# design 1

==> config.mk <==
export PLATFORM = sky130hd
export DESIGN_NAME = uart_tx_fifo
export DESIGN_NICKNAME = d
export VERILOG_FILES = /design/src/rtl/uart_tx_fifo.sv
export SDC_FILE = /design/constraint.sdc
export NUM_CORES = 1
export LEC_CHECK = 0
export CELL_PAD_IN_SITES_DETAIL_PLACEMENT = 0
export CELL_PAD_IN_SITES_GLOBAL_PLACEMENT = 1
export CORE_MARGIN = 2
export CORE_UTILIZATION = 44
export CTS_CLUSTER_DIAMETER = 60
export DETAILED_ROUTE_END_ITERATION = 10
export GPL_ROUTABILITY_DRIVEN = 0
export MAX_ROUTING_LAYER = met4
export PLACE_DENSITY = 0.74
export SLEW_MARGIN = 5
export SYNTH_ARGS = -nofsm -noshare
export SYNTH_HDL_FRONTEND = slang
export SYNTH_SLANG_ARGS = --single-unit
==> constraint.sdc <==
create_clock -name i_Clock -period 4.4 [get_ports i_Clock]
set_input_delay 0.88 -clock i_Clock [delete_from_list [all_inputs] [get_ports i_Clock]]
set_output_delay 0.88 -clock i_Clock [all_outputs]
set_load 0.02 [all_outputs]
==> src/rtl/uart_tx_fifo.sv <==
// Buffered UART transmitter: bytes are queued in a FIFO and sent 8N1, LSB first.
// Define UART_TX_PARITY_EN to add an even-parity bit after the data (8E1 frames).
module uart_tx_fifo #(
    parameter int  CLKS_PER_BIT = 25,
    parameter int  FIFO_DEPTH   = 16,
    localparam int ADDR_W       = $clog2(FIFO_DEPTH)
) (
    input  logic            i_Clock,
    input  logic            i_Rst_L,
    input  logic            i_Wr_DV,
    input  logic [7:0]      i_Wr_Byte,
    output logic            o_Full,
    output logic            o_Empty,
    output logic [ADDR_W:0] o_Count,
    output logic            o_Overflow,
    output logic            o_TX_Active,
    output logic            o_TX_Serial,
    output logic            o_TX_Done
);
    localparam int               CNT_W     = $clog2(CLKS_PER_BIT);
    localparam logic [CNT_W-1:0] LAST_CNT  = CNT_W'(CLKS_PER_BIT - 1);
    localparam logic [ADDR_W:0]  DEPTH_CNT = (ADDR_W + 1)'(FIFO_DEPTH);

    typedef enum logic [2:0] {S_IDLE, S_START, S_DATA, S_PARITY, S_STOP} state_t;

    logic [7:0]        mem [FIFO_DEPTH];
    logic [ADDR_W-1:0] wr_ptr, rd_ptr;
    logic [ADDR_W:0]   count_next;
    logic              wr_en, rd_en;

    state_t           state, state_next;
    logic [CNT_W-1:0] bit_cnt, bit_cnt_next;
    logic [2:0]       bit_idx, bit_idx_next;
    logic [7:0]       shift, shift_next;
    logic             serial_next, done_next, last_cnt;
`ifdef UART_TX_PARITY_EN
    logic             parity, parity_next;
`endif

    // A full FIFO drops the write even when a pop frees a slot in the same cycle.
    assign wr_en    = i_Wr_DV && !o_Full;
    assign last_cnt = (bit_cnt == LAST_CNT);

    // NOTE: storage has no reset; pointers and count alone define valid contents.
    always_ff @(posedge i_Clock) begin
        if (wr_en) mem[wr_ptr] <= i_Wr_Byte;
    end

    always_comb begin
        unique case ({wr_en, rd_en})
            2'b10:   count_next = o_Count + 1'b1;
            2'b01:   count_next = o_Count - 1'b1;
            default: count_next = o_Count;
        endcase
    end

    // NOTE: sequential state uses non-blocking assignments only, so every register samples pre-edge values.
    always_ff @(posedge i_Clock) begin
        if (!i_Rst_L) begin
            wr_ptr     <= '0;
            rd_ptr     <= '0;
            o_Count    <= '0;
            o_Full     <= 1'b0;
            o_Empty    <= 1'b1;
            o_Overflow <= 1'b0;
        end else begin
            if (wr_en) wr_ptr <= wr_ptr + 1'b1;
            if (rd_en) rd_ptr <= rd_ptr + 1'b1;
            o_Count <= count_next;
            o_Full  <= (count_next == DEPTH_CNT);
            o_Empty <= (count_next == '0);
            if (i_Wr_DV && o_Full) o_Overflow <= 1'b1;
        end
    end

    // NOTE: every variable gets a default first so no path through the case infers a latch.
    always_comb begin
        state_next   = state;
        bit_cnt_next = bit_cnt;
        bit_idx_next = bit_idx;
        shift_next   = shift;
        rd_en        = 1'b0;
        done_next    = 1'b0;
`ifdef UART_TX_PARITY_EN
        parity_next  = parity;
`endif
        unique case (state)
            S_IDLE: begin
                if (!o_Empty) begin
                    rd_en        = 1'b1;
                    shift_next   = mem[rd_ptr];
`ifdef UART_TX_PARITY_EN
                    parity_next  = ^mem[rd_ptr];
`endif
                    bit_cnt_next = '0;
                    bit_idx_next = '0;
                    state_next   = S_START;
                end
            end
            S_START: begin
                bit_cnt_next = bit_cnt + 1'b1;
                if (last_cnt) begin
                    bit_cnt_next = '0;
                    state_next   = S_DATA;
                end
            end
            S_DATA: begin
                bit_cnt_next = bit_cnt + 1'b1;
                if (last_cnt) begin
                    bit_cnt_next = '0;
                    shift_next   = shift >> 1;
                    bit_idx_next = bit_idx + 1'b1;
                    if (bit_idx == 3'd7) begin
`ifdef UART_TX_PARITY_EN
                        state_next = S_PARITY;
`else
                        state_next = S_STOP;
`endif
                    end
                end
            end
`ifdef UART_TX_PARITY_EN
            S_PARITY: begin
                bit_cnt_next = bit_cnt + 1'b1;
                if (last_cnt) begin
                    bit_cnt_next = '0;
                    state_next   = S_STOP;
                end
            end
`endif
            S_STOP: begin
                bit_cnt_next = bit_cnt + 1'b1;
                if (last_cnt) begin
                    bit_cnt_next = '0;
                    done_next    = 1'b1;
                    state_next   = S_IDLE;
                    // Chain straight into the next start bit when more data is queued.
                    if (!o_Empty) begin
                        rd_en        = 1'b1;
                        shift_next   = mem[rd_ptr];
`ifdef UART_TX_PARITY_EN
                        parity_next  = ^mem[rd_ptr];
`endif
                        bit_idx_next = '0;
                        state_next   = S_START;
                    end
                end
            end
            default: state_next = S_IDLE;
        endcase
    end

    // The line is registered from the next state so it changes in step with the FSM.
    always_comb begin
        unique case (state_next)
            S_START: serial_next = 1'b0;
            S_DATA:  serial_next = shift_next[0];
`ifdef UART_TX_PARITY_EN
            S_PARITY: serial_next = parity_next;
`endif
            default: serial_next = 1'b1;
        endcase
    end

    always_ff @(posedge i_Clock) begin
        if (!i_Rst_L) begin
            state       <= S_IDLE;
            bit_cnt     <= '0;
            bit_idx     <= '0;
            shift       <= '0;
            o_TX_Serial <= 1'b1;
            o_TX_Active <= 1'b0;
            o_TX_Done   <= 1'b0;
        end else begin
            state       <= state_next;
            bit_cnt     <= bit_cnt_next;
            bit_idx     <= bit_idx_next;
            shift       <= shift_next;
            o_TX_Serial <= serial_next;
            o_TX_Active <= (state_next != S_IDLE);
            o_TX_Done   <= done_next;
        end
    end

`ifdef UART_TX_PARITY_EN
    always_ff @(posedge i_Clock) begin
        if (!i_Rst_L) parity <= 1'b0;
        else          parity <= parity_next;
    end
`endif

endmodule

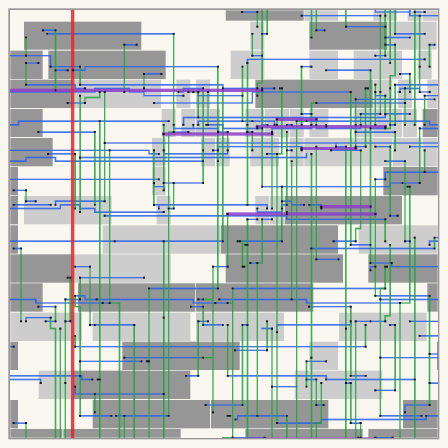
Figure 1: design 1, a small window of the routed layout.
Window x 13 to 53, y 78 to 118 um. Cells in grey, sequential cells in the stronger grey; small squares are vias.
layer	colour
metal 3	purple
metal 4	red
metal 2	green
metal 1	blue
netlist names of flops here include	mem (15), wr_ptr (1)
sequential cells in the window	16
most frequent	edfxtp_1 (15), nor2_1 (13), mux4_2 (8)
cells with their middle in the window	61

==> impl_metrics.json <==
{
  "critPathBufInv": 2,
  "startpoint": "i_Wr_DV",
  "p_sw_mw": 1.262,
  "cp_cell_sequence": "clkdlybuf4s50_1 > nor2b_1 > buf_4 > a2111oi_4 > xor2_1 > ha_1 > nor2b_1 > a41oi_1 > mux2i_1 > xnor2_1 > nor4_1",
  "hold_viol": 0,
  "drc": 0,
  "largest_area_cell": "edfxtp_1",
  "path_clk_slew_ns": 0.06,
  "die_h_um": 130.9,
  "die-area_um2": 17130,
  "tns_ns": 0,
  "holdPathEnd": "o_Overflow",
  "wirelength_um": 13200,
  "yosysChipArea_um2": 7086,
  "stdcell_count": 723,
  "hold_class": "reg2reg",
  "setup_ws_ns": 1.160,
  "cts_tree": "built",
  "cp-start-kind": "primary input",
  "p_leak_nw": 2.680,
  "buf_share_pct": 3.231,
  "worstReg2RegEnd": "o_Full",
  "final_common_cell": "edfxtp_1",
  "drv_slew": 0,
  "clkSinkCount": 170,
  "fill_cells": 1306,
  "comb_share_pct": 27.49,
  "dr_wl_met3_um": 610,
  "portBuffers": 21,
  "highest_layer": "met4",
  "dpl_worst_slack_ns": 0.8245,
  "status": "finished, final reports clean",
  "comb_power_mw": 0.890,
  "arrival_ns": 3.56,
  "period_minus_slack_ns": 3.240,
  "synthAdderAreaFrac_pct": 1.942,
  "core-area_um2": 15830,
  "n_clock_buffer": 17,
  "logic_gates": 265,
  "clock.fmax_mhz": 308.6,
  "yosys_register_bits": 170,
  "openroad.warnings": 30,
  "reg.largest.list": "mem x128, shift x8",
  "use_met3_pct": 3.705,
  "combPwrFrac_pct": 19.8,
  "postCtsHoldBufs": 0,
  "cp-endpoint": "o_Full",
  "ys_cells": 475,
  "maxCapViolations": 0,
  "critPathKind": "in2reg"
}

# design 2

Figure 2. Routed metal, one colour a layer (design 2).
Only two layers are drawn.
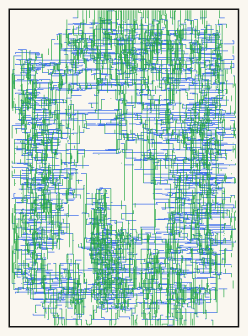
Figure 3. Port wiring (design 2).
Bar = 20 um.
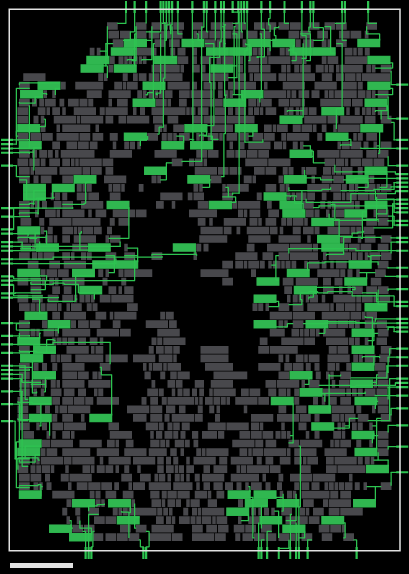
`src/rtl/sram_scan_driver.sv`:
```
// sram_scan_driver
// Host-side master for the SRAM test chip's serial scan chain. A parallel
// command packet is shifted MSB-first into the chip, the SRAM load strobe is
// pulsed, a fixed gap is waited out, and the captured scan word is optionally
// shifted back and returned as a parallel response.
//
// Ports
//   clk          : single clock, all logic on posedge
//   resetn       : synchronous active-low reset
//   cmd_valid    : command offered
//   cmd_ready    : command accepted when cmd_valid && cmd_ready (IDLE only)
//   cmd_pkt      : packet, MSB first: chip_sel, addr0, din0, csb0, web0,
//                  wmask0, addr1, din1, csb1, web1, wmask1
//   cmd_readback : 1 = shift the captured word back after the load
//   rsp_valid    : one-cycle response pulse
//   rsp_data     : captured scan word, 0 when readback was skipped
//   scan_en      : to gpio_scan
//   scan_out     : to gpio_in (serial data toward the chip)
//   scan_in      : from gpio_out (serial data from the chip)
//   sram_load    : to gpio_sram_load
//   global_csb   : global SRAM deselect, active high
module sram_scan_driver #(
    parameter int ADDR_SIZE  = 16,
    parameter int DATA_SIZE  = 32,
    parameter int WMASK_SIZE = 4,
    parameter int LOAD_GAP   = 2,
    parameter int PKT_W      = 4 + 2 * (ADDR_SIZE + DATA_SIZE + 2 + WMASK_SIZE)
) (
    input  logic             clk,
    input  logic             resetn,
    input  logic             cmd_valid,
    output logic             cmd_ready,
    input  logic [PKT_W-1:0] cmd_pkt,
    input  logic             cmd_readback,
    output logic             rsp_valid,
    output logic [PKT_W-1:0] rsp_data,
    output logic             scan_en,
    output logic             scan_out,
    input  logic             scan_in,
    output logic             sram_load,
    output logic             global_csb
);

    localparam int CNT_W = $clog2(PKT_W + 1);
    localparam logic [CNT_W-1:0] CNT_ONE = CNT_W'(1);
    localparam logic [CNT_W-1:0] CNT_PKT = CNT_W'(PKT_W);
    localparam logic [CNT_W-1:0] CNT_GAP = CNT_W'(LOAD_GAP);

    typedef enum logic [2:0] {
        ST_IDLE     = 3'd0,
        ST_SHIFT    = 3'd1,
        ST_LOAD     = 3'd2,
        ST_GAP      = 3'd3,
        ST_READBACK = 3'd4,
        ST_DONE     = 3'd5
    } state_t;

    state_t           state_r;
    logic [CNT_W-1:0] cnt_r;
    // One register serves both directions: shifting the packet out leaves it
    // all zeros, so the readback can shift the chip's word into its LSB.
    logic [PKT_W-1:0] scan_r;
    logic             readback_r;
    logic             cmd_ready_r;
    logic             rsp_valid_r;
    logic [PKT_W-1:0] rsp_data_r;
    logic             scan_en_r;
    logic             scan_out_r;
    logic             sram_load_r;
    logic             global_csb_r;

    // Sequencer: state, counter, scan register and every registered output.
    // Outputs are loaded on the edge that enters a state so they line up with it.
    always_ff @(posedge clk) begin
        if (!resetn) begin
            state_r      <= ST_IDLE;
            cnt_r        <= {CNT_W{1'b0}};
            scan_r       <= {PKT_W{1'b0}};
            readback_r   <= 1'b0;
            cmd_ready_r  <= 1'b0;
            rsp_valid_r  <= 1'b0;
            rsp_data_r   <= {PKT_W{1'b0}};
            scan_en_r    <= 1'b0;
            scan_out_r   <= 1'b0;
            sram_load_r  <= 1'b0;
            global_csb_r <= 1'b1;
        end else begin
            case (state_r)
                ST_IDLE: begin
                    if (cmd_valid && cmd_ready_r) begin
                        // First bit goes straight to the pin; the rest stays queued.
                        state_r     <= ST_SHIFT;
                        scan_r      <= {cmd_pkt[PKT_W-2:0], 1'b0};
                        scan_out_r  <= cmd_pkt[PKT_W-1];
                        scan_en_r   <= 1'b1;
                        readback_r  <= cmd_readback;
                        cnt_r       <= CNT_PKT;
                        cmd_ready_r <= 1'b0;
                    end else begin
                        cmd_ready_r <= 1'b1;
                    end
                end
                ST_SHIFT: begin
                    scan_r <= {scan_r[PKT_W-2:0], 1'b0};
                    if (cnt_r == CNT_ONE) begin
                        state_r      <= ST_LOAD;
                        scan_en_r    <= 1'b0;
                        scan_out_r   <= 1'b0;
                        sram_load_r  <= 1'b1;
                        global_csb_r <= 1'b0;
                    end else begin
                        scan_out_r <= scan_r[PKT_W-1];
                        cnt_r      <= cnt_r - CNT_ONE;
                    end
                end
                ST_LOAD: begin
                    state_r     <= ST_GAP;
                    sram_load_r <= 1'b0;
                    cnt_r       <= CNT_GAP;
                end
                ST_GAP: begin
                    if (cnt_r == CNT_ONE) begin
                        global_csb_r <= 1'b1;
                        if (readback_r) begin
                            state_r   <= ST_READBACK;
                            scan_en_r <= 1'b1;
                            cnt_r     <= CNT_PKT;
                        end else begin
                            state_r     <= ST_DONE;
                            rsp_valid_r <= 1'b1;
                            rsp_data_r  <= {PKT_W{1'b0}};
                        end
                    end else begin
                        cnt_r <= cnt_r - CNT_ONE;
                    end
                end
                ST_READBACK: begin
                    scan_r <= {scan_r[PKT_W-2:0], scan_in};
                    if (cnt_r == CNT_ONE) begin
                        // Last sample is folded in directly so the response is
                        // complete in the DONE cycle.
                        state_r     <= ST_DONE;
                        scan_en_r   <= 1'b0;
                        rsp_valid_r <= 1'b1;
                        rsp_data_r  <= {scan_r[PKT_W-2:0], scan_in};
                    end else begin
                        cnt_r <= cnt_r - CNT_ONE;
                    end
                end
                ST_DONE: begin
                    state_r     <= ST_IDLE;
                    rsp_valid_r <= 1'b0;
                    cmd_ready_r <= 1'b1;
                end
                default: begin
                    // Unreachable encoding: fall back to a quiet idle.
                    state_r      <= ST_IDLE;
                    cnt_r        <= {CNT_W{1'b0}};
                    cmd_ready_r  <= 1'b0;
                    rsp_valid_r  <= 1'b0;
                    scan_en_r    <= 1'b0;
                    scan_out_r   <= 1'b0;
                    sram_load_r  <= 1'b0;
                    global_csb_r <= 1'b1;
                end
            endcase
        end
    end

    assign cmd_ready  = cmd_ready_r;
    assign rsp_valid  = rsp_valid_r;
    assign rsp_data   = rsp_data_r;
    assign scan_en    = scan_en_r;
    assign scan_out   = scan_out_r;
    assign sram_load  = sram_load_r;
    assign global_csb = global_csb_r;

endmodule

```
`config.mk`:
```
export PLATFORM = sky130hd
export DESIGN_NAME = sram_scan_driver
export DESIGN_NICKNAME = d
export VERILOG_FILES = /design/src/rtl/sram_scan_driver.sv
export SDC_FILE = /design/constraint.sdc
export NUM_CORES = 1
export LEC_CHECK = 0
export CAP_MARGIN = 20
export CORE_ASPECT_RATIO = 1.4
export CORE_MARGIN = 2
export CORE_UTILIZATION = 50
export DETAILED_ROUTE_END_ITERATION = 6
export PLACE_DENSITY = 0.82
export SLEW_MARGIN = 25
export SYNTH_ARGS = -nofsm -noshare
export SYNTH_HDL_FRONTEND = slang
export SYNTH_SLANG_ARGS = --single-unit
```
`constraint.sdc`:
```
create_clock -name clk -period 4.65 [get_ports clk]
set_input_delay 0.93 -clock clk [delete_from_list [all_inputs] [get_ports clk]]
set_output_delay 0.93 -clock clk [all_outputs]
set_load 0.005 [all_outputs]
```
==> impl_metrics.json <==
{
  "numCtsBuffers": 24,
  "clk-power_mw": 2.02,
  "antenna_left": 0,
  "buffers": 243,
  "slew_headroom_pct": 33.70,
  "core-area_um2": 19840,
  "simple_gate_share_pct": 17.35,
  "highest_layer": "met4",
  "place_congestion": 0.8782,
  "place_area_um2": 12380,
  "p_sw_mw": 1.372,
  "clkCellAreaFrac_pct": 6.278,
  "dp.cells": 1538,
  "fp_nets": 1270,
  "hp-start": "rsp_data[64]",
  "cp.depth": 6,
  "yosysChipArea_um2": 10130,
  "syn-cell-area_um2": 10130,
  "status": "finished, final reports clean",
  "nWellTaps": 252,
  "wl_met2_um": 12820,
  "vias_per_cell": 5.680,
  "setup_ws_ns": 1.763,
  "startpoint": "cnt_r[0]",
  "post_synth_num_cell_types": 58,
  "ys_warn_count": 0,
  "ys_sh_aoi_pct": 17.67,
  "comb_share_pct": 35.94,
  "peakVddDrop_uv": 346.7,
  "cts_htree_levels": 1,
  "xor_share_pct": 0.1730,
  "n_clock_buffer": 35,
  "dpl_worst_slack_ns": 1.658,
  "worstReg2RegEnd": "rsp_data[106]",
  "critPathBufInv": 1,
  "syn_area_per_cell_um2": 8.799,
  "critPathMaxFanout": 67,
  "wl_met1_um": 10880,
  "logic_gates": 795,
  "slowest_delay_ns": 0.72,
  "grt_usage_pct": 23.15,
  "final_area_um2": 13210,
  "combPwrFrac_pct": 15.5,
  "comb_area_um2": 4750,
  "synth.most_common_cell": "dfxtp_1",
  "lay_top_cells": "241 x dfxtp_1, 234 x clkdlybuf4s50_1, 132 x a21oi_1",
  "stdcell_count": 1580,
  "seqCellArea_um2": 4825,
  "area_growth_pct": 30.48,
  "mux_share_pct": 11.18,
  "path_clk_slew_ns": 0.06,
  "seq-cell-share_pct": 36.51,
  "p_int_mw": 3.814,
  "p_per_area_nw_per_um2": 392.5,
  "die_h_um": 172.4,
  "max_slew.worst_pin.slew_ns": 0.9931,
  "slowest_stage": "buf_4",
  "grt_start_max_net_pins": 149,
  "synthCells": 1151,
  "drv_slew": 0,
  "seqPwrFrac_pct": 45.5,
  "fill_cells": 1591,
  "die-area_um2": 21420,
  "openroad.warnings": 33,
  "fp_util_pct": 51.03,
  "power_leader": "registers",
  "floorplan.rows": 61,
  "use_met3_pct": 5.229
}
## Picture notes: Figure 2
layer	colour	wire length
metal 1	blue	10900 um
metal 2	green	12800 um

## Picture notes: Figure 3
port	colour	bits	direction	edge	end cells	buffers	wire
rsp_data	green	112	output	39 right, 30 left, 29 top, 14 bottom	112	112	3170 um


# design 3

Figure 4. Routed metal, one colour a layer (design 3).
Only two layers are drawn.
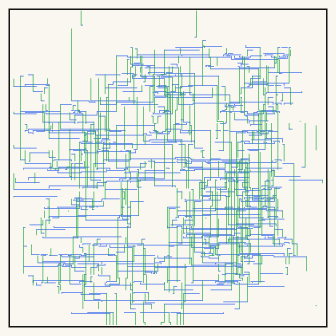
Figure 5. Port wiring (design 3).
Bar = 20 um.
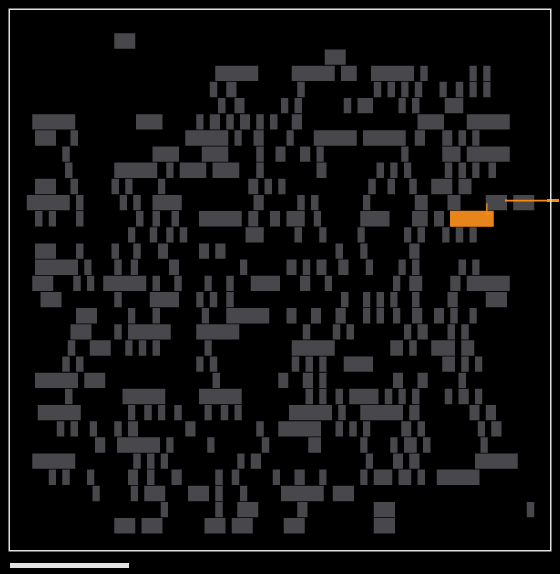
[src/rtl/spi_slave_param.sv]
`default_nettype none
// ============================================================================
// Module   : spi_slave_param
// Purpose  : Parametrised SPI slave front-end between an external SPI master
//            and a single-port RAM. Deserialises MOSI frames into
//            {cmd[1:0], payload[DATA_W-1:0]} words, and for read-data
//            commands waits (bounded) for RAM data, then serialises it on MISO.
// Ports    : clk, rst         - system clock, synchronous active-high reset
//            SS_n, MOSI       - slave select (active low), serial data in
//            MISO             - serial data out (registered)
//            rx_data/rx_valid - received frame and one-cycle strobe
//            tx_data/tx_valid - read data from RAM and its valid
//            tx_timeout       - one-cycle pulse, RAM data did not arrive
//            frame_abort      - one-cycle pulse, SS_n rose mid-frame
// Options  : SPI_FRAME_ABORT_EN - when defined, frame_abort is driven;
//            otherwise frame_abort is tied low.
// Revision : 1.0 - initial release
// ============================================================================
module spi_slave_param #(
    parameter int DATA_W     = 8,
    parameter int TX_TIMEOUT = 16
) (
    input  logic              clk,
    input  logic              rst,
    input  logic              SS_n,
    input  logic              MOSI,
    output logic              MISO,
    output logic [DATA_W+1:0] rx_data,
    output logic              rx_valid,
    input  logic [DATA_W-1:0] tx_data,
    input  logic              tx_valid,
    output logic              tx_timeout,
    output logic              frame_abort
);

    localparam int FRAME_W = DATA_W + 2;
    localparam int CNT_W   = $clog2(FRAME_W + 1);
    localparam int TMR_W   = (TX_TIMEOUT > 1) ? $clog2(TX_TIMEOUT) : 1;

    typedef enum logic [2:0] {
        IDLE      = 3'd0,
        CHK_CMD   = 3'd1,
        WRITE     = 3'd2,
        READ_ADD  = 3'd3,
        READ_DATA = 3'd4,
        WAIT_TX   = 3'd5,
        SEND      = 3'd6,
        DONE      = 3'd7
    } state_t;

    state_t            r_state;
    logic [CNT_W-1:0]  r_cnt;
    logic              r_addr_seen;
    logic [DATA_W-1:0] r_shift;
    logic [TMR_W-1:0]  r_timer;
    logic [CNT_W-1:0]  w_idx;

    // Bit position written by the current receive cycle (frame is MSB first).
    assign w_idx = r_cnt - CNT_W'(1);

    always_ff @(posedge clk) begin
        if (rst) begin
            r_state     <= IDLE;
            r_cnt       <= '0;
            r_addr_seen <= 1'b0;
            r_shift     <= '0;
            r_timer     <= '0;
            MISO        <= 1'b0;
            rx_data     <= '0;
            rx_valid    <= 1'b0;
            tx_timeout  <= 1'b0;
            frame_abort <= 1'b0;
        end else begin
            rx_valid    <= 1'b0;
            tx_timeout  <= 1'b0;
            frame_abort <= 1'b0;

            case (r_state)
                IDLE: begin
                    MISO <= 1'b0;
                    if (!SS_n) begin
                        r_state <= CHK_CMD;
                    end
                end

                CHK_CMD: begin
                    // Deselect here is harmless: no frame bits received yet.
                    if (SS_n) begin
                        r_state <= IDLE;
                        MISO    <= 1'b0;
                    end else begin
                        r_cnt <= CNT_W'(FRAME_W);
                        if (!MOSI) begin
                            r_state <= WRITE;
                        end else if (!r_addr_seen) begin
                            r_state <= READ_ADD;
                        end else begin
                            r_state <= READ_DATA;
                        end
                    end
                end

                WRITE, READ_ADD, READ_DATA: begin
                    if (SS_n) begin
                        // Partial bits stay in rx_data; addr_seen untouched.
                        r_state <= IDLE;
                        MISO    <= 1'b0;
`ifdef SPI_FRAME_ABORT_EN
                        if (r_cnt != '0) begin
                            frame_abort <= 1'b1;
                        end
`endif
                    end else if (r_cnt != '0) begin
                        rx_data[w_idx] <= MOSI;
                        r_cnt          <= w_idx;
                    end else begin
                        rx_valid <= 1'b1;
                        case (r_state)
                            WRITE: begin
                                r_addr_seen <= 1'b0;
                                r_state     <= DONE;
                            end
                            READ_ADD: begin
                                r_addr_seen <= 1'b1;
                                r_state     <= DONE;
                            end
                            default: begin
                                if (rx_data[DATA_W+1 -: 2] == 2'b11) begin
                                    r_timer <= '0;
                                    r_state <= WAIT_TX;
                                end else begin
                                    r_state <= DONE;
                                end
                            end
                        endcase
                    end
                end

                WAIT_TX: begin
                    if (SS_n) begin
                        r_state <= IDLE;
                        MISO    <= 1'b0;
`ifdef SPI_FRAME_ABORT_EN
                        frame_abort <= 1'b1;
`endif
                    end else if (tx_valid) begin
                        // MSB goes straight out; the rest is pre-shifted so
                        // SEND always drives the buffer MSB.
                        MISO    <= tx_data[DATA_W-1];
                        r_shift <= {tx_data[DATA_W-2:0], 1'b0};
                        r_cnt   <= CNT_W'(DATA_W - 1);
                        r_state <= SEND;
                    end else if ((TX_TIMEOUT != 0) &&
                                 (r_timer == TMR_W'(TX_TIMEOUT - 1))) begin
                        tx_timeout  <= 1'b1;
                        r_addr_seen <= 1'b0;
                        MISO        <= 1'b0;
                        r_state     <= DONE;
                    end else begin
                        // With TX_TIMEOUT=0 the timer just wraps unobserved.
                        r_timer <= r_timer + TMR_W'(1);
                    end
                end

                SEND: begin
                    if (SS_n) begin
                        r_state <= IDLE;
                        MISO    <= 1'b0;
`ifdef SPI_FRAME_ABORT_EN
                        frame_abort <= 1'b1;
`endif
                    end else if (r_cnt != '0) begin
                        MISO    <= r_shift[DATA_W-1];
                        r_shift <= {r_shift[DATA_W-2:0], 1'b0};
                        r_cnt   <= w_idx;
                    end else begin
                        MISO        <= 1'b0;
                        r_addr_seen <= 1'b0;
                        r_state     <= DONE;
                    end
                end

                DONE: begin
                    MISO <= 1'b0;
                    if (SS_n) begin
                        r_state <= IDLE;
                    end
                end

                default: begin
                    MISO    <= 1'b0;
                    r_state <= IDLE;
                end
            endcase
        end
    end

endmodule
`default_nettype wire

[config.mk]
export PLATFORM = sky130hd
export DESIGN_NAME = spi_slave_param
export DESIGN_NICKNAME = d
export VERILOG_FILES = /design/src/rtl/spi_slave_param.sv
export SDC_FILE = /design/constraint.sdc
export NUM_CORES = 1
export LEC_CHECK = 0
export ABC_AREA = 1
export CELL_PAD_IN_SITES_DETAIL_PLACEMENT = 1
export CELL_PAD_IN_SITES_GLOBAL_PLACEMENT = 1
export CORE_MARGIN = 2
export CORE_UTILIZATION = 25
export DETAILED_ROUTE_END_ITERATION = 10
export GPL_ROUTABILITY_DRIVEN = 0
export PLACE_DENSITY_LB_ADDON = 0.1
export SLEW_MARGIN = 20
export SYNTH_ARGS = -nofsm -noshare
export SYNTH_HDL_FRONTEND = slang
export SYNTH_SLANG_ARGS = --single-unit
[constraint.sdc]
create_clock -name clk -period 3.15 [get_ports clk]
set_clock_uncertainty 0.05 [all_clocks]
set_input_delay 0.945 -clock clk [delete_from_list [all_inputs] [get_ports clk]]
set_output_delay 0.945 -clock clk [all_outputs]
set_load 0.02 [all_outputs]
==> impl_metrics.json <==
{
  "period_minus_slack_ns": 2.380,
  "logic_gates": 247,
  "cts_htree_levels": 2,
  "use_met3_pct": 3.339,
  "grt_util_met2_pct": 24.07,
  "setup_ws_ns": 0.7696,
  "mux_share_pct": 0,
  "ctsResizeCount": 0,
  "wl_per_cell_um": 12.94,
  "tns_ns": 0,
  "wl_met2_um": 2502,
  "n_all_inverters": 25,
  "postCtsHoldBufs": 0,
  "hold_class": "reg2reg",
  "hp-start": "r_shift[1]",
  "wirelength_um": 5666,
  "antenna_left": 0,
  "status": "finished, final reports clean",
  "async_flop_share_pct": 0,
  "synth.most_common_cell": "nand2_1",
  "path_clk_slew_ns": 0.07,
  "fp_nets": 330,
  "grt_pass1_wl_um": 9977,
  "holdPathEnd": "r_shift[1]",
  "buf_share_pct": 11.40,
  "wl_met1_um": 2881,
  "r2r_start": "r_state[0]",
  "core-area_um2": 7292,
  "seq-cell-share_pct": 27.53,
  "synth_top_area_share_pct": 33.93,
  "io_pins": 27,
  "seqCellArea_um2": 640.6,
  "place_area_um2": 2237,
  "rrSetupSlack_ns": 1.25,
  "cts_tree": "built",
  "p_leak_nw": 0.9956,
  "regMostFlops": "rx_data",
  "xor_share_pct": 1.856,
  "clockBufferDepth": 2,
  "buffers": 27,
  "synthAdderAreaFrac_pct": 3.976,
  "ys_sh_aoi_pct": 6.693,
  "clock.fmax_mhz": 420.1,
  "seqPwrFrac_pct": 44.9,
  "power_leader": "registers",
  "largest_area_cell": "dfxtp_1",
  "post_synth_num_cell_types": 28,
  "lay_top_cells": "103 x nand2_1, 66 x nor2_1, 32 x dfxtp_1",
  "via_count": 2003,
  "portBuffers": 25,
  "die_x_um": 90.91
}
About Figure 4:
layer	colour	wire length
metal 2	green	2500 um
metal 1	blue	2880 um

About Figure 5:
port	colour	bits	direction	edge	end cells	buffers	wire
tx_timeout	orange	1	output	right	1	1	9.90 um


# design 4

$ cat src/rtl/rom_arbiter.sv
// Round-robin arbiter and burst sequencer for a shared combinational ROM.
// Grants one of two requesters, walks the ROM address once per clock and returns registered words.
module rom_arbiter #(
   parameter int AW = 7,
   parameter int DW = 13,
   parameter int LW = 3
) (
   input  logic          clk,
   input  logic          reset,
   input  logic          req0,
   input  logic [AW-1:0] addr0,
   input  logic [LW-1:0] len0,
   input  logic          req1,
   input  logic [AW-1:0] addr1,
   input  logic [LW-1:0] len1,
   output logic          gnt0,
   output logic          gnt1,
   output logic          vld0,
   output logic          vld1,
   output logic          last,
   output logic [DW-1:0] rdata,
   output logic          busy,
   output logic [AW-1:0] rom_addr,
   input  logic [DW-1:0] rom_data
);

   // Handshake: reqN stays high until gntN pulses; addrN/lenN are captured on that same edge only.
   typedef enum logic {IDLE, READ} state_t;

   state_t        state, state_n;
   logic          owner, owner_n;
   logic          prio, prio_n;
   logic [AW-1:0] cur_addr, cur_addr_n;
   logic [LW-1:0] count, count_n;
   logic          gnt0_n, gnt1_n, vld0_n, vld1_n, last_n, busy_n;
   logic [DW-1:0] rdata_n;
   logic          winner;

   assign rom_addr = cur_addr;

   always_comb begin
      state_n    = state;
      owner_n    = owner;
      prio_n     = prio;
      cur_addr_n = cur_addr;
      count_n    = count;
      rdata_n    = rdata;
      gnt0_n     = 1'b0;
      gnt1_n     = 1'b0;
      vld0_n     = 1'b0;
      vld1_n     = 1'b0;
      last_n     = 1'b0;
      busy_n     = 1'b0;
      // prio only matters on a tie; a lone requester always wins
      winner     = (req0 && req1) ? prio : req1;

      case (state)
         IDLE: begin
            if (req0 || req1) begin
               owner_n    = winner;
               cur_addr_n = winner ? addr1 : addr0;
               count_n    = winner ? len1 : len0;
               gnt0_n     = ~winner;
               gnt1_n     = winner;
               busy_n     = 1'b1;
               state_n    = READ;
            end
         end
         READ: begin
            rdata_n    = rom_data;
            vld0_n     = ~owner;
            vld1_n     = owner;
            busy_n     = 1'b1;
            cur_addr_n = cur_addr + AW'(1);
            if (count == '0) begin
               last_n  = 1'b1;
               prio_n  = ~owner;
               state_n = IDLE;
            end else begin
               count_n = count - LW'(1);
            end
         end
         default: state_n = IDLE;
      endcase
   end

   always_ff @(posedge clk) begin
      if (reset) begin
         state    <= IDLE;
         owner    <= 1'b0;
         prio     <= 1'b0;
         cur_addr <= '0;
         count    <= '0;
         rdata    <= '0;
         gnt0     <= 1'b0;
         gnt1     <= 1'b0;
         vld0     <= 1'b0;
         vld1     <= 1'b0;
         last     <= 1'b0;
         busy     <= 1'b0;
      end else begin
         state    <= state_n;
         owner    <= owner_n;
         prio     <= prio_n;
         cur_addr <= cur_addr_n;
         count    <= count_n;
         rdata    <= rdata_n;
         gnt0     <= gnt0_n;
         gnt1     <= gnt1_n;
         vld0     <= vld0_n;
         vld1     <= vld1_n;
         last     <= last_n;
         busy     <= busy_n;
      end
   end

endmodule

$ cat config.mk
export PLATFORM = sky130hd
export DESIGN_NAME = rom_arbiter
export DESIGN_NICKNAME = d
export VERILOG_FILES = /design/src/rtl/rom_arbiter.sv
export SDC_FILE = /design/constraint.sdc
export NUM_CORES = 1
export LEC_CHECK = 0
export CORE_MARGIN = 2
export CORE_UTILIZATION = 40
export DETAILED_ROUTE_END_ITERATION = 8
export GPL_TIMING_DRIVEN = 0
export PLACE_DENSITY = 0.8
export SLEW_MARGIN = 25
export SYNTH_ARGS = -nofsm -noshare
export SYNTH_HDL_FRONTEND = slang
export SYNTH_SLANG_ARGS = --single-unit
$ cat constraint.sdc
create_clock -name clk -period 2.1 [get_ports clk]
set_clock_uncertainty 0.15 [all_clocks]
set_input_delay 0.315 -clock clk [delete_from_list [all_inputs] [get_ports clk]]
set_output_delay 0.315 -clock clk [all_outputs]
set_load 0.05 [all_outputs]
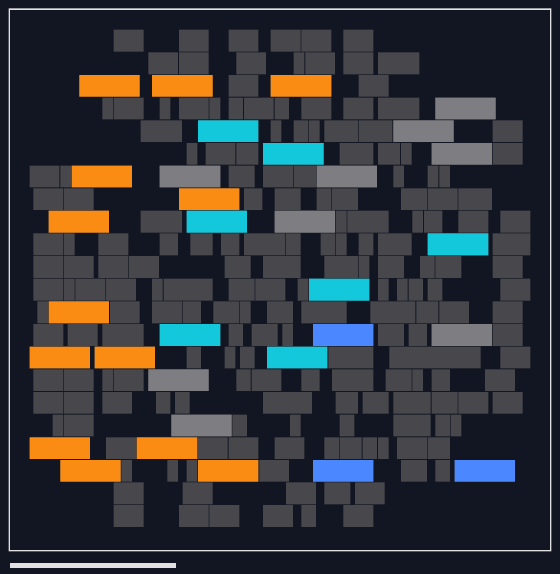
Figure 6: design 4, where the registers sit.
Bar = 20 um.
netlist name	colour	sequential cells
rdata	orange	13
rom_addr	cyan	7
count	blue	3
not coloured	9

==> impl_metrics.json <==
{
  "synthTopCellsByCount": "32 x dfxtp_1, 21 x nor2_1, 14 x mux2i_1",
  "yosys.stat.seqShare_pct": 43.21,
  "met1_usage_pct": 25.48,
  "ys_warn_count": 0,
  "drt-pass1-iter-count": 4,
  "xor_share_pct": 1.772,
  "status": "finished, final reports clean",
  "cp-endpoint": "rom_addr[1]",
  "final_common_cell": "clkdlybuf4s50_1",
  "hp-start": "reset",
  "maxCapViolations": 0,
  "grt_util_met2_pct": 31.57,
  "startpoint": "rom_addr[1]",
  "slew_headroom_pct": 64.29,
  "rrSetupSlack_ns": 0.50,
  "clk-power_mw": 0.649,
  "fp_nets": 192
}
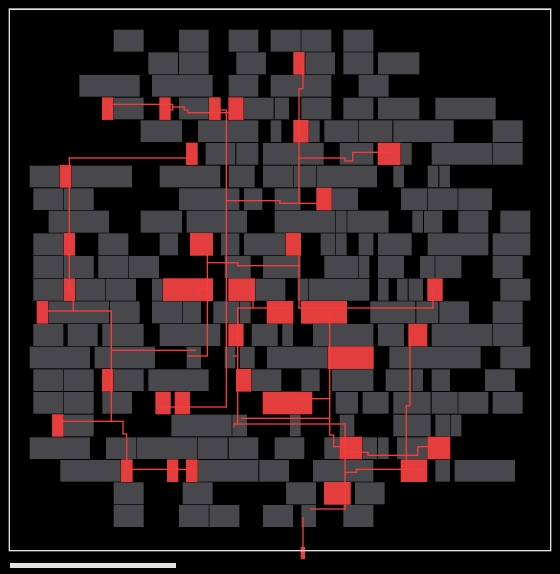
Figure 7: design 4, port wiring.
Bar = 20 um.
port	colour	bits	direction	edge	end cells	buffers	wire
reset	red	1	input	bottom	36	4	375 um


# design 5

===== config.mk =====
export PLATFORM = sky130hd
export DESIGN_NAME = wb_resp_stream_bridge
export DESIGN_NICKNAME = d
export VERILOG_FILES = /design/src/rtl/wb_resp_pkg.sv /design/src/rtl/sync_fifo.sv /design/src/rtl/wb_resp_stream_bridge.sv
export SDC_FILE = /design/constraint.sdc
export NUM_CORES = 1
export LEC_CHECK = 0
export ABC_CLOCK_PERIOD_IN_PS = 4300
export CAP_MARGIN = 20
export CORE_AREA = 2 2 137 126
export DETAILED_ROUTE_END_ITERATION = 12
export DIE_AREA = 0 0 139 128
export GPL_ROUTABILITY_DRIVEN = 1
export PLACE_DENSITY = 0.9
export SLEW_MARGIN = 20
export SYNTH_ARGS = -nofsm -noshare
export SYNTH_HDL_FRONTEND = slang
export SYNTH_SLANG_ARGS = --single-unit

===== constraint.sdc =====
create_clock -name clk -period 4.3 [get_ports clk]
set_input_delay 0.86 -clock clk [delete_from_list [all_inputs] [get_ports clk]]
set_output_delay 0.86 -clock clk [all_outputs]
set_load 0.01 [all_outputs]

===== src/rtl/wb_resp_pkg.sv =====
// Shared constants for the wishbone responder / byte-stream bridge:
// register word addresses, CTRL/STATUS bit positions and FSM encoding.
package wb_resp_pkg;

    localparam logic [13:0] ADR_ID      = 14'h0000;
    localparam logic [13:0] ADR_SCRATCH = 14'h0001;
    localparam logic [13:0] ADR_CTRL    = 14'h0002;
    localparam logic [13:0] ADR_STATUS  = 14'h0003;
    localparam logic [13:0] ADR_FIFO    = 14'h0004;

    localparam int unsigned CTRL_TX_FLUSH = 0;
    localparam int unsigned CTRL_RX_FLUSH = 1;

    localparam int unsigned STAT_TX_EMPTY = 0;
    localparam int unsigned STAT_TX_FULL  = 1;
    localparam int unsigned STAT_RX_EMPTY = 2;
    localparam int unsigned STAT_RX_FULL  = 3;
    localparam int unsigned STAT_TX_OVF   = 4;
    localparam int unsigned STAT_RX_OVF   = 5;
    localparam int unsigned STAT_RX_UDF   = 6;
    localparam int unsigned STAT_TX_LVL   = 8;
    localparam int unsigned STAT_RX_LVL   = 16;

    typedef enum logic {
        ST_IDLE = 1'b0,
        ST_HOLD = 1'b1
    } state_t;

endpackage


===== src/rtl/sync_fifo.sv =====
// Single-clock FIFO with level output, flush and an overflow pulse.
// Full/empty come from the pre-edge level; flush beats push and pop.
module sync_fifo #(
    parameter int unsigned DW = 8,
    parameter int unsigned AW = 3
) (
    input  logic          clk,
    input  logic          rst,
    input  logic          push,
    input  logic          pop,
    input  logic          flush,
    input  logic [DW-1:0] din,
    output logic [DW-1:0] dout,
    output logic          empty,
    output logic          full,
    output logic [AW:0]   level,
    output logic          overflow
);

    localparam int unsigned DEPTH = 1 << AW;

    logic [DW-1:0] mem [DEPTH];
    logic [AW-1:0] wr_ptr_q;
    logic [AW-1:0] rd_ptr_q;
    logic [AW:0]   count_q;
    logic          do_push;
    logic          do_pop;

    assign empty    = (count_q == '0);
    assign full     = (count_q == (AW + 1)'(DEPTH));
    assign do_push  = push & ~full & ~flush;
    assign do_pop   = pop & ~empty & ~flush;
    // A push discarded by flush is not an overflow.
    assign overflow = push & full & ~flush;
    assign level    = count_q;
    assign dout     = mem[rd_ptr_q];

    // Pointer and level update; push+pop together leaves the level unchanged.
    always_ff @(posedge clk) begin
        if (rst || flush) begin
            wr_ptr_q <= '0;
            rd_ptr_q <= '0;
            count_q  <= '0;
        end else begin
            if (do_push) wr_ptr_q <= wr_ptr_q + 1'b1;
            if (do_pop)  rd_ptr_q <= rd_ptr_q + 1'b1;
            if (do_push && !do_pop)      count_q <= count_q + 1'b1;
            else if (!do_push && do_pop) count_q <= count_q - 1'b1;
        end
    end

    // Storage array; contents need no reset since pointers gate visibility.
    always_ff @(posedge clk) begin
        if (do_push) mem[wr_ptr_q] <= din;
    end

endmodule


===== src/rtl/wb_resp_stream_bridge.sv =====
// Wishbone classic responder exposing ID, SCRATCH, CTRL, STATUS and a
// FIFO window onto a TX byte stream (bus -> consumer) and an RX byte
// stream (producer -> bus). Every strobe is acked exactly once.
module wb_resp_stream_bridge
    import wb_resp_pkg::*;
#(
    parameter int unsigned FIFO_AW  = 3,
    parameter logic [31:0] ID_VALUE = 32'h5442_0001
) (
    input  logic        clk,
    input  logic        rst,
    input  logic        wb_CYC,
    input  logic        wb_STB,
    input  logic        wb_WE,
    input  logic [3:0]  wb_SEL,
    input  logic [13:0] wb_ADR,
    input  logic [31:0] wb_DAT_MOSI,
    output logic [31:0] wb_DAT_MISO,
    output logic        wb_ACK,
    output logic [7:0]  tx_data,
    output logic        tx_valid,
    input  logic        tx_ready,
    input  logic [7:0]  rx_data,
    input  logic        rx_valid,
    output logic        rx_ready
);

    state_t        state_q, state_d;
    logic          access;
    logic          wr_access;
    logic          rd_access;
    logic [31:0]   rd_data;
    logic [31:0]   status_word;
    logic [31:0]   scratch_q, scratch_d;
    logic [2:0]    sticky_q, sticky_d;
    logic [2:0]    sticky_set, sticky_clr;

    logic          tx_push, tx_flush, tx_empty, tx_full, tx_ovf;
    logic [7:0]    tx_dout;
    logic [FIFO_AW:0] tx_level;
    logic          rx_push, rx_pop, rx_flush, rx_empty, rx_full, rx_ovf;
    logic [7:0]    rx_dout;
    logic [FIFO_AW:0] rx_level;

    // A transfer is taken only from IDLE so a lingering STB is not re-acked.
    assign access    = (state_q == ST_IDLE) & wb_CYC & wb_STB;
    assign wr_access = access & wb_WE;
    assign rd_access = access & ~wb_WE;

    assign tx_push  = wr_access & (wb_ADR == ADR_FIFO) & wb_SEL[0];
    assign tx_flush = wr_access & (wb_ADR == ADR_CTRL) & wb_SEL[0] & wb_DAT_MOSI[CTRL_TX_FLUSH];
    assign rx_flush = wr_access & (wb_ADR == ADR_CTRL) & wb_SEL[0] & wb_DAT_MOSI[CTRL_RX_FLUSH];
    assign rx_pop   = rd_access & (wb_ADR == ADR_FIFO);
    assign rx_push  = rx_valid & rx_ready;

    assign tx_data  = tx_dout;
    assign tx_valid = ~tx_empty;
    assign rx_ready = ~rx_full;

    sync_fifo #(.DW(8), .AW(FIFO_AW)) u_tx_fifo (
        .clk      (clk),
        .rst      (rst),
        .push     (tx_push),
        .pop      (tx_ready),
        .flush    (tx_flush),
        .din      (wb_DAT_MOSI[7:0]),
        .dout     (tx_dout),
        .empty    (tx_empty),
        .full     (tx_full),
        .level    (tx_level),
        .overflow (tx_ovf)
    );

    sync_fifo #(.DW(8), .AW(FIFO_AW)) u_rx_fifo (
        .clk      (clk),
        .rst      (rst),
        .push     (rx_push),
        .pop      (rx_pop),
        .flush    (rx_flush),
        .din      (rx_data),
        .dout     (rx_dout),
        .empty    (rx_empty),
        .full     (rx_full),
        .level    (rx_level),
        .overflow (rx_ovf)
    );

    // Next-state: hold until the master drops STB or CYC.
    always_comb begin
        state_d = state_q;
        unique case (state_q)
            ST_IDLE: if (wb_CYC && wb_STB) state_d = ST_HOLD;
            ST_HOLD: if (!wb_STB || !wb_CYC) state_d = ST_IDLE;
            default: state_d = ST_IDLE;
        endcase
    end

    // STATUS word assembly and read-data mux.
    always_comb begin
        status_word = '0;
        status_word[STAT_TX_EMPTY] = tx_empty;
        status_word[STAT_TX_FULL]  = tx_full;
        status_word[STAT_RX_EMPTY] = rx_empty;
        status_word[STAT_RX_FULL]  = rx_full;
        status_word[STAT_TX_OVF]   = sticky_q[0];
        status_word[STAT_RX_OVF]   = sticky_q[1];
        status_word[STAT_RX_UDF]   = sticky_q[2];
        status_word[STAT_TX_LVL +: 8] = 8'(tx_level);
        status_word[STAT_RX_LVL +: 8] = 8'(rx_level);

        rd_data = '0;
        case (wb_ADR)
            ADR_ID:      rd_data = ID_VALUE;
            ADR_SCRATCH: rd_data = scratch_q;
            ADR_STATUS:  rd_data = status_word;
            ADR_FIFO:    rd_data = rx_empty ? 32'h0 : {1'b1, 23'b0, rx_dout};
            default:     rd_data = '0;
        endcase
    end

    // SCRATCH lane writes and sticky set/W1C; set beats clear.
    always_comb begin
        scratch_d = scratch_q;
        if (wr_access && wb_ADR == ADR_SCRATCH) begin
            for (int i = 0; i < 4; i++) begin
                if (wb_SEL[i]) scratch_d[8*i +: 8] = wb_DAT_MOSI[8*i +: 8];
            end
        end
        sticky_set = {rx_pop & rx_empty, rx_ovf, tx_ovf};
        sticky_clr = '0;
        if (wr_access && wb_ADR == ADR_STATUS && wb_SEL[0]) begin
            sticky_clr = wb_DAT_MOSI[STAT_RX_UDF:STAT_TX_OVF];
        end
        sticky_d = (sticky_q & ~sticky_clr) | sticky_set;
    end

    // Bus-side state: FSM, one-cycle ACK, registered read data, registers.
    always_ff @(posedge clk) begin
        if (rst) begin
            state_q     <= ST_IDLE;
            wb_ACK      <= 1'b0;
            wb_DAT_MISO <= '0;
            scratch_q   <= '0;
            sticky_q    <= '0;
        end else begin
            state_q   <= state_d;
            wb_ACK    <= access;
            scratch_q <= scratch_d;
            sticky_q  <= sticky_d;
            if (rd_access) wb_DAT_MISO <= rd_data;
        end
    end

endmodule


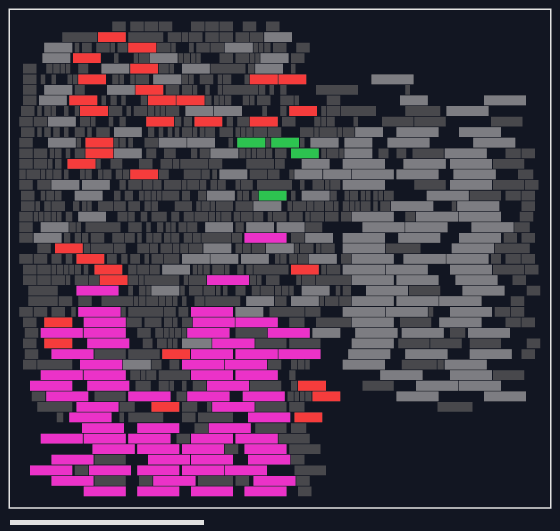
Figure 8: design 5, where the registers sit.
Bar = 50 um.
netlist name	colour	sequential cells
wb_DAT_MISO	red	32
u_rx_fifo.mem	magenta	64
u_tx_fifo.level	green	4
not coloured	123

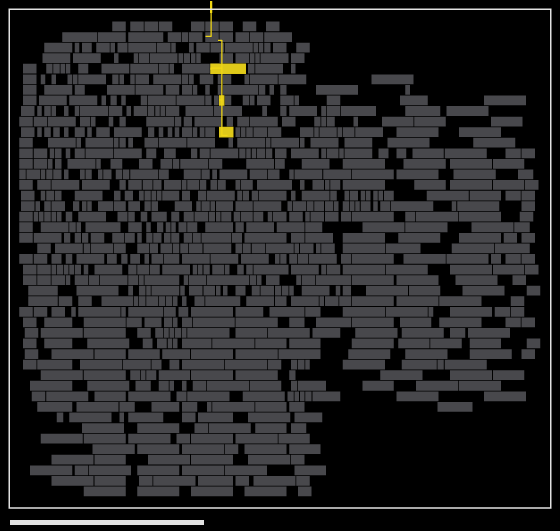
Figure 9: design 5, port wiring.
Bar = 50 um.
port	colour	bits	direction	edge	end cells	buffers	wire
wb_STB	yellow	1	input	top	3	1	38.3 um

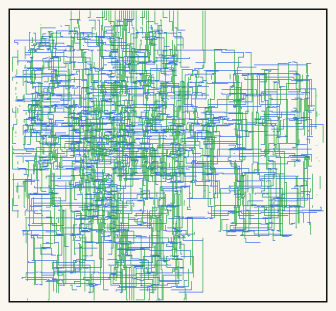
Figure 10: design 5, routed metal, one colour a layer.
Only two layers are drawn.
layer	colour	wire length
metal 2	green	9500 um
metal 1	blue	8040 um

==> impl_metrics.json <==
{
  "hold_viol": 0,
  "yosys_register_bits": 223,
  "cts_tree": "built",
  "cp.depth": 12,
  "numCtsBuffers": 23,
  "comb_power_mw": 0.683,
  "fp_nets": 756,
  "buffers": 134,
  "combPwrFrac_pct": 13.9,
  "fin_crit_sh_pct": 83.01,
  "reg2regPathDepth": 11,
  "dp_hpwl_um": 13360,
  "lay_top_cells": "128 x edfxtp_1, 106 x clkdlybuf4s50_1, 94 x dfxtp_1",
  "area_growth_pct": 23.12,
  "cp_cell_sequence": "clkdlybuf4s50_1 > nor4_4 > nand4_1 > or3_1 > ha_1 > inv_1 > ha_1 > a21o_1 > a21oi_1 > xnor2_1 > or3_1 > a21oi_1",
  "status": "finished, final reports clean",
  "place_area_um2": 10400,
  "highest_layer": "met4",
  "final_nets": 880,
  "wl_met1_um": 8043,
  "drt-pass1-iter-count": 5,
  "final_common_cell": "edfxtp_1",
  "dr_wl_met3_um": 1594,
  "seqPwrFrac_pct": 48.8,
  "drc": 0,
  "antenna_left": 0,
  "slowest_delay_ns": 0.54,
  "grt_usage_pct": 22.44,
  "reg.largest.list": "u_rx_fifo.mem x64, u_tx_fifo.mem x64",
  "p_leak_nw": 3.709,
  "clock.fmax_mhz": 280.2,
  "rsz0062_at_grt": "false",
  "yosys.stat.seqShare_pct": 63.77,
  "ys_top_logic_family": "multiplexers",
  "worstReg2RegEnd": "u_rx_fifo.level[3]",
  "fin_worst_skew_ns": 0.02010,
  "use_met3_pct": 4.520,
  "die-area_um2": 17790
}

# design 6

Figure 11. The clock network (design 6).
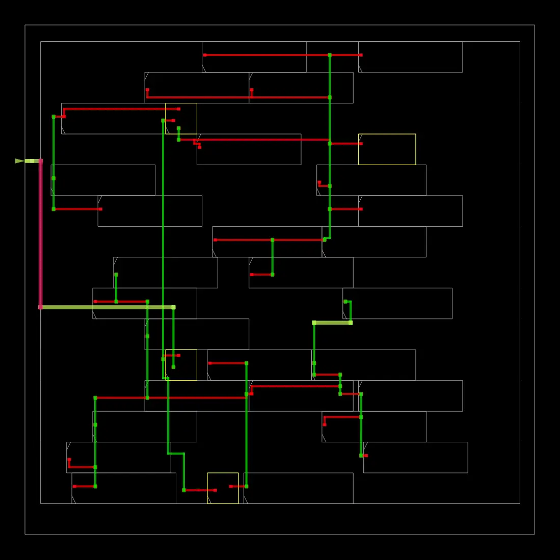
Figure 12. Where the registers sit (design 6).
Bar = 10 um.
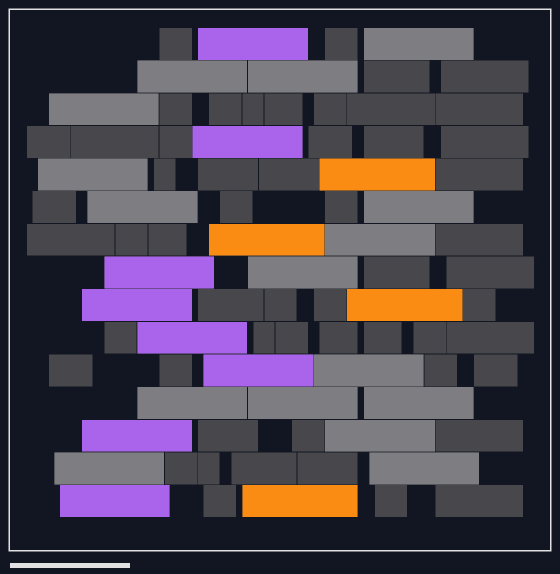
## config.mk

```make
export PLATFORM = sky130hd
export DESIGN_NAME = cmip_sync_filter
export DESIGN_NICKNAME = d
export VERILOG_FILES = /design/src/rtl/cmip_sync_filter_ch.sv /design/src/rtl/cmip_sync_filter.sv
export SDC_FILE = /design/constraint.sdc
export NUM_CORES = 1
export LEC_CHECK = 0
export CAP_MARGIN = 20
export CORE_UTILIZATION = 52
export CTS_CLUSTER_SIZE = 10
export DETAILED_ROUTE_END_ITERATION = 12
export GPL_ROUTABILITY_DRIVEN = 1
export PLACE_DENSITY = 0.88
export SETUP_SLACK_MARGIN = 0.15
export SLEW_MARGIN = 20
export SYNTH_ARGS = -nofsm -noshare
export SYNTH_HDL_FRONTEND = slang
export SYNTH_HIERARCHICAL = 1
export SYNTH_SLANG_ARGS = --single-unit
```

## constraint.sdc

```tcl
create_clock -name clk -period 1.4 [get_ports clk]
set_input_delay 0.28 -clock clk [delete_from_list [all_inputs] [get_ports clk]]
set_output_delay 0.28 -clock clk [all_outputs]
set_load 0.05 [all_outputs]
```

## src/rtl/cmip_sync_filter_ch.sv

```systemverilog
// One channel: N-stage level synchroniser followed by a debounce counter that
// only lets dout follow the synchronised level after FILT stable cycles.
module cmip_sync_filter_ch #(
  parameter int   N       = 2,
  parameter int   FILT    = 3,
  parameter logic RST_VAL = 1'b0
) (
  input  logic clk,
  input  logic rstn,
  input  logic din,
  output logic dout,
  output logic rise,
  output logic fall
);

  // FILT=0 behaves exactly like FILT=1: a single register after the chain.
  localparam int FILT_EFF = (FILT < 1) ? 1 : FILT;
  localparam int CNT_W    = (FILT <= 2) ? 1 : $clog2(FILT);
  localparam logic [CNT_W-1:0] CNT_MAX = CNT_W'(FILT_EFF - 1);

  generate
    if (N < 2) begin : g_bad_depth
      $error("cmip_sync_filter_ch: N must be at least 2");
    end
  endgenerate

  logic [N-1:0]     sync_p;
  logic [CNT_W-1:0] cnt_q;
  logic             s;

  assign s = sync_p[N-1];

  always_ff @(posedge clk or negedge rstn) begin
    if (!rstn) begin
      sync_p <= {N{RST_VAL}};
      dout   <= RST_VAL;
      cnt_q  <= '0;
      rise   <= 1'b0;
      fall   <= 1'b0;
    end else begin
      sync_p <= {sync_p[N-2:0], din};
      rise   <= 1'b0;
      fall   <= 1'b0;
      if (s != dout) begin
        if (cnt_q == CNT_MAX) begin
          dout  <= s;
          cnt_q <= '0;
          rise  <= s;
          fall  <= ~s;
        end else begin
          cnt_q <= cnt_q + CNT_W'(1);
        end
      end else begin
        // Any return to the current level restarts the stability count.
        cnt_q <= '0;
      end
    end
  end

endmodule

```

## src/rtl/cmip_sync_filter.sv

```systemverilog
// Multi-channel async-input synchroniser with per-channel glitch filter and
// registered rise/fall pulses; channels are fully independent.
module cmip_sync_filter #(
  parameter int               WIDTH     = 4,
  parameter int               N         = 2,
  parameter logic [WIDTH-1:0] RST_VALUE = '0,
  parameter int               FILT      = 3
) (
  input  logic             clk,
  input  logic             rstn,
  input  logic [WIDTH-1:0] din,
  output logic [WIDTH-1:0] dout,
  output logic [WIDTH-1:0] rise,
  output logic [WIDTH-1:0] fall
);

  generate
    for (genvar g = 0; g < WIDTH; g++) begin : g_ch
      cmip_sync_filter_ch #(
        .N       (N),
        .FILT    (FILT),
        .RST_VAL (RST_VALUE[g])
      ) u_ch (
        .clk  (clk),
        .rstn (rstn),
        .din  (din[g]),
        .dout (dout[g]),
        .rise (rise[g]),
        .fall (fall[g])
      );
    end
  endgenerate

endmodule

```

==> impl_metrics.json <==
{
  "grt.busiest_layer": "met2",
  "rrSetupSlack_ns": 0.34,
  "p_per_area_nw_per_um2": 2101,
  "switching_share_pct": 34.74,
  "r2r_start": "g_ch[0].u_ch/dout",
  "num_antenna_cells": 0,
  "tns_ns": 0,
  "mux_share_pct": 6.250,
  "pwr-share-clk_pct": 13.3,
  "cts_htree_levels": 1,
  "status": "finished, final reports clean",
  "n_all_inverters": 0,
  "xor_share_pct": 3.646,
  "drv_slew": 0,
  "synthAdderAreaFrac_pct": 0,
  "clkSinkCount": 28,
  "fp_nets": 62,
  "numCtsBuffers": 3,
  "cts_tree": "built",
  "largest_area_cell": "dfrtp_1",
  "layout-drive-gt1-share_pct": 40.96,
  "wirelength_um": 1687,
  "pg_seq_mw": 1.22,
  "synth_top_area_share_pct": 72.92,
  "die_h_um": 44.99,
  "hold_class": "in2async",
  "ys_sh_aoi_pct": 0,
  "syn_area_per_cell_um2": 17.16,
  "use_met3_pct": 2.800,
  "simple_gate_share_pct": 17.19,
  "syn-cell-area_um2": 960.9,
  "yosys.stat.seqShare_pct": 72.92,
  "place_area_um2": 1290,
  "grt_pass1_wl_um": 2525,
  "reg2regPathDepth": 3,
  "clkCellAreaFrac_pct": 2.651,
  "synth-main-ff-cell": "dfrtp_1",
  "max_slew.worst_pin.slew_ns": 0.3599,
  "fill_cells": 93,
  "dr_wl_met3_um": 62,
  "drt_iter0_drc": 7,
  "io_pins": 18,
  "vias_per_cell": 5.185,
  "fp_util_pct": 55.65,
  "synth.most_common_cell": "dfrtp_1",
  "portBuffers": 17,
  "grt_usage_pct": 18.58,
  "cp-start-kind": "flop",
  "openroad.warnings": 28,
  "p_sw_mw": 0.9991,
  "hold_viol": 0,
  "comb_power_mw": 1.27,
  "ys_top_logic_family": "simple AND/OR/NAND/NOR gates",
  "arrival_ns": 0.95,
  "via_count": 560,
  "post_synth_num_cell_types": 6,
  "final_common_cell": "dfrtp_1",
  "die-area_um2": 2024,
  "cp_cell_sequence": "buf_12",
  "critPathBufInv": 1,
  "power_mw": 2.876,
  "drc": 0,
  "peakVddDrop_uv": 1368,
  "p_leak_nw": 0.6097,
  "p_int_mw": 1.877,
  "synthCells": 56,
  "buffers": 23
}
## Picture notes: Figure 11
flop count: 28
Worst Skew: 0.006919 ns
Clock Power: 0.381 mW

## Picture notes: Figure 12
netlist name	colour	sequential cells
g_ch.u_ch/cnt_q	purple	8
g_ch.u_ch/dout	orange	4
not coloured	16



## Gallery

Routed metal, one colour a layer.
Only two layers are drawn.
shot_01.png
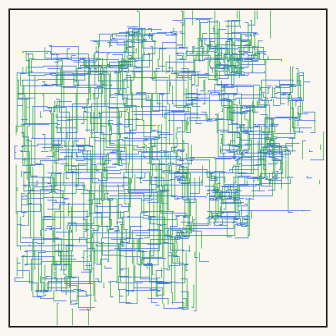
shot_02.png
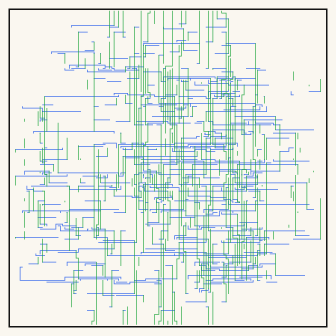
shot_03.png
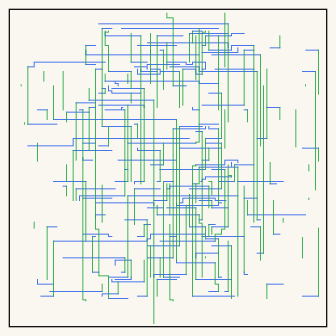
The one with the most wire is shot_01.png.
The one with the least wire is shot_03.png.
- shot_01.png = design 1
- shot_02.png = design 4
- shot_03.png = design 6

Key to shot_03.png:
layer	colour	wire length
metal 2	green	915 um
metal 1	blue	673 um

No activity file was given, so power comes from the tool's default toggle rates.
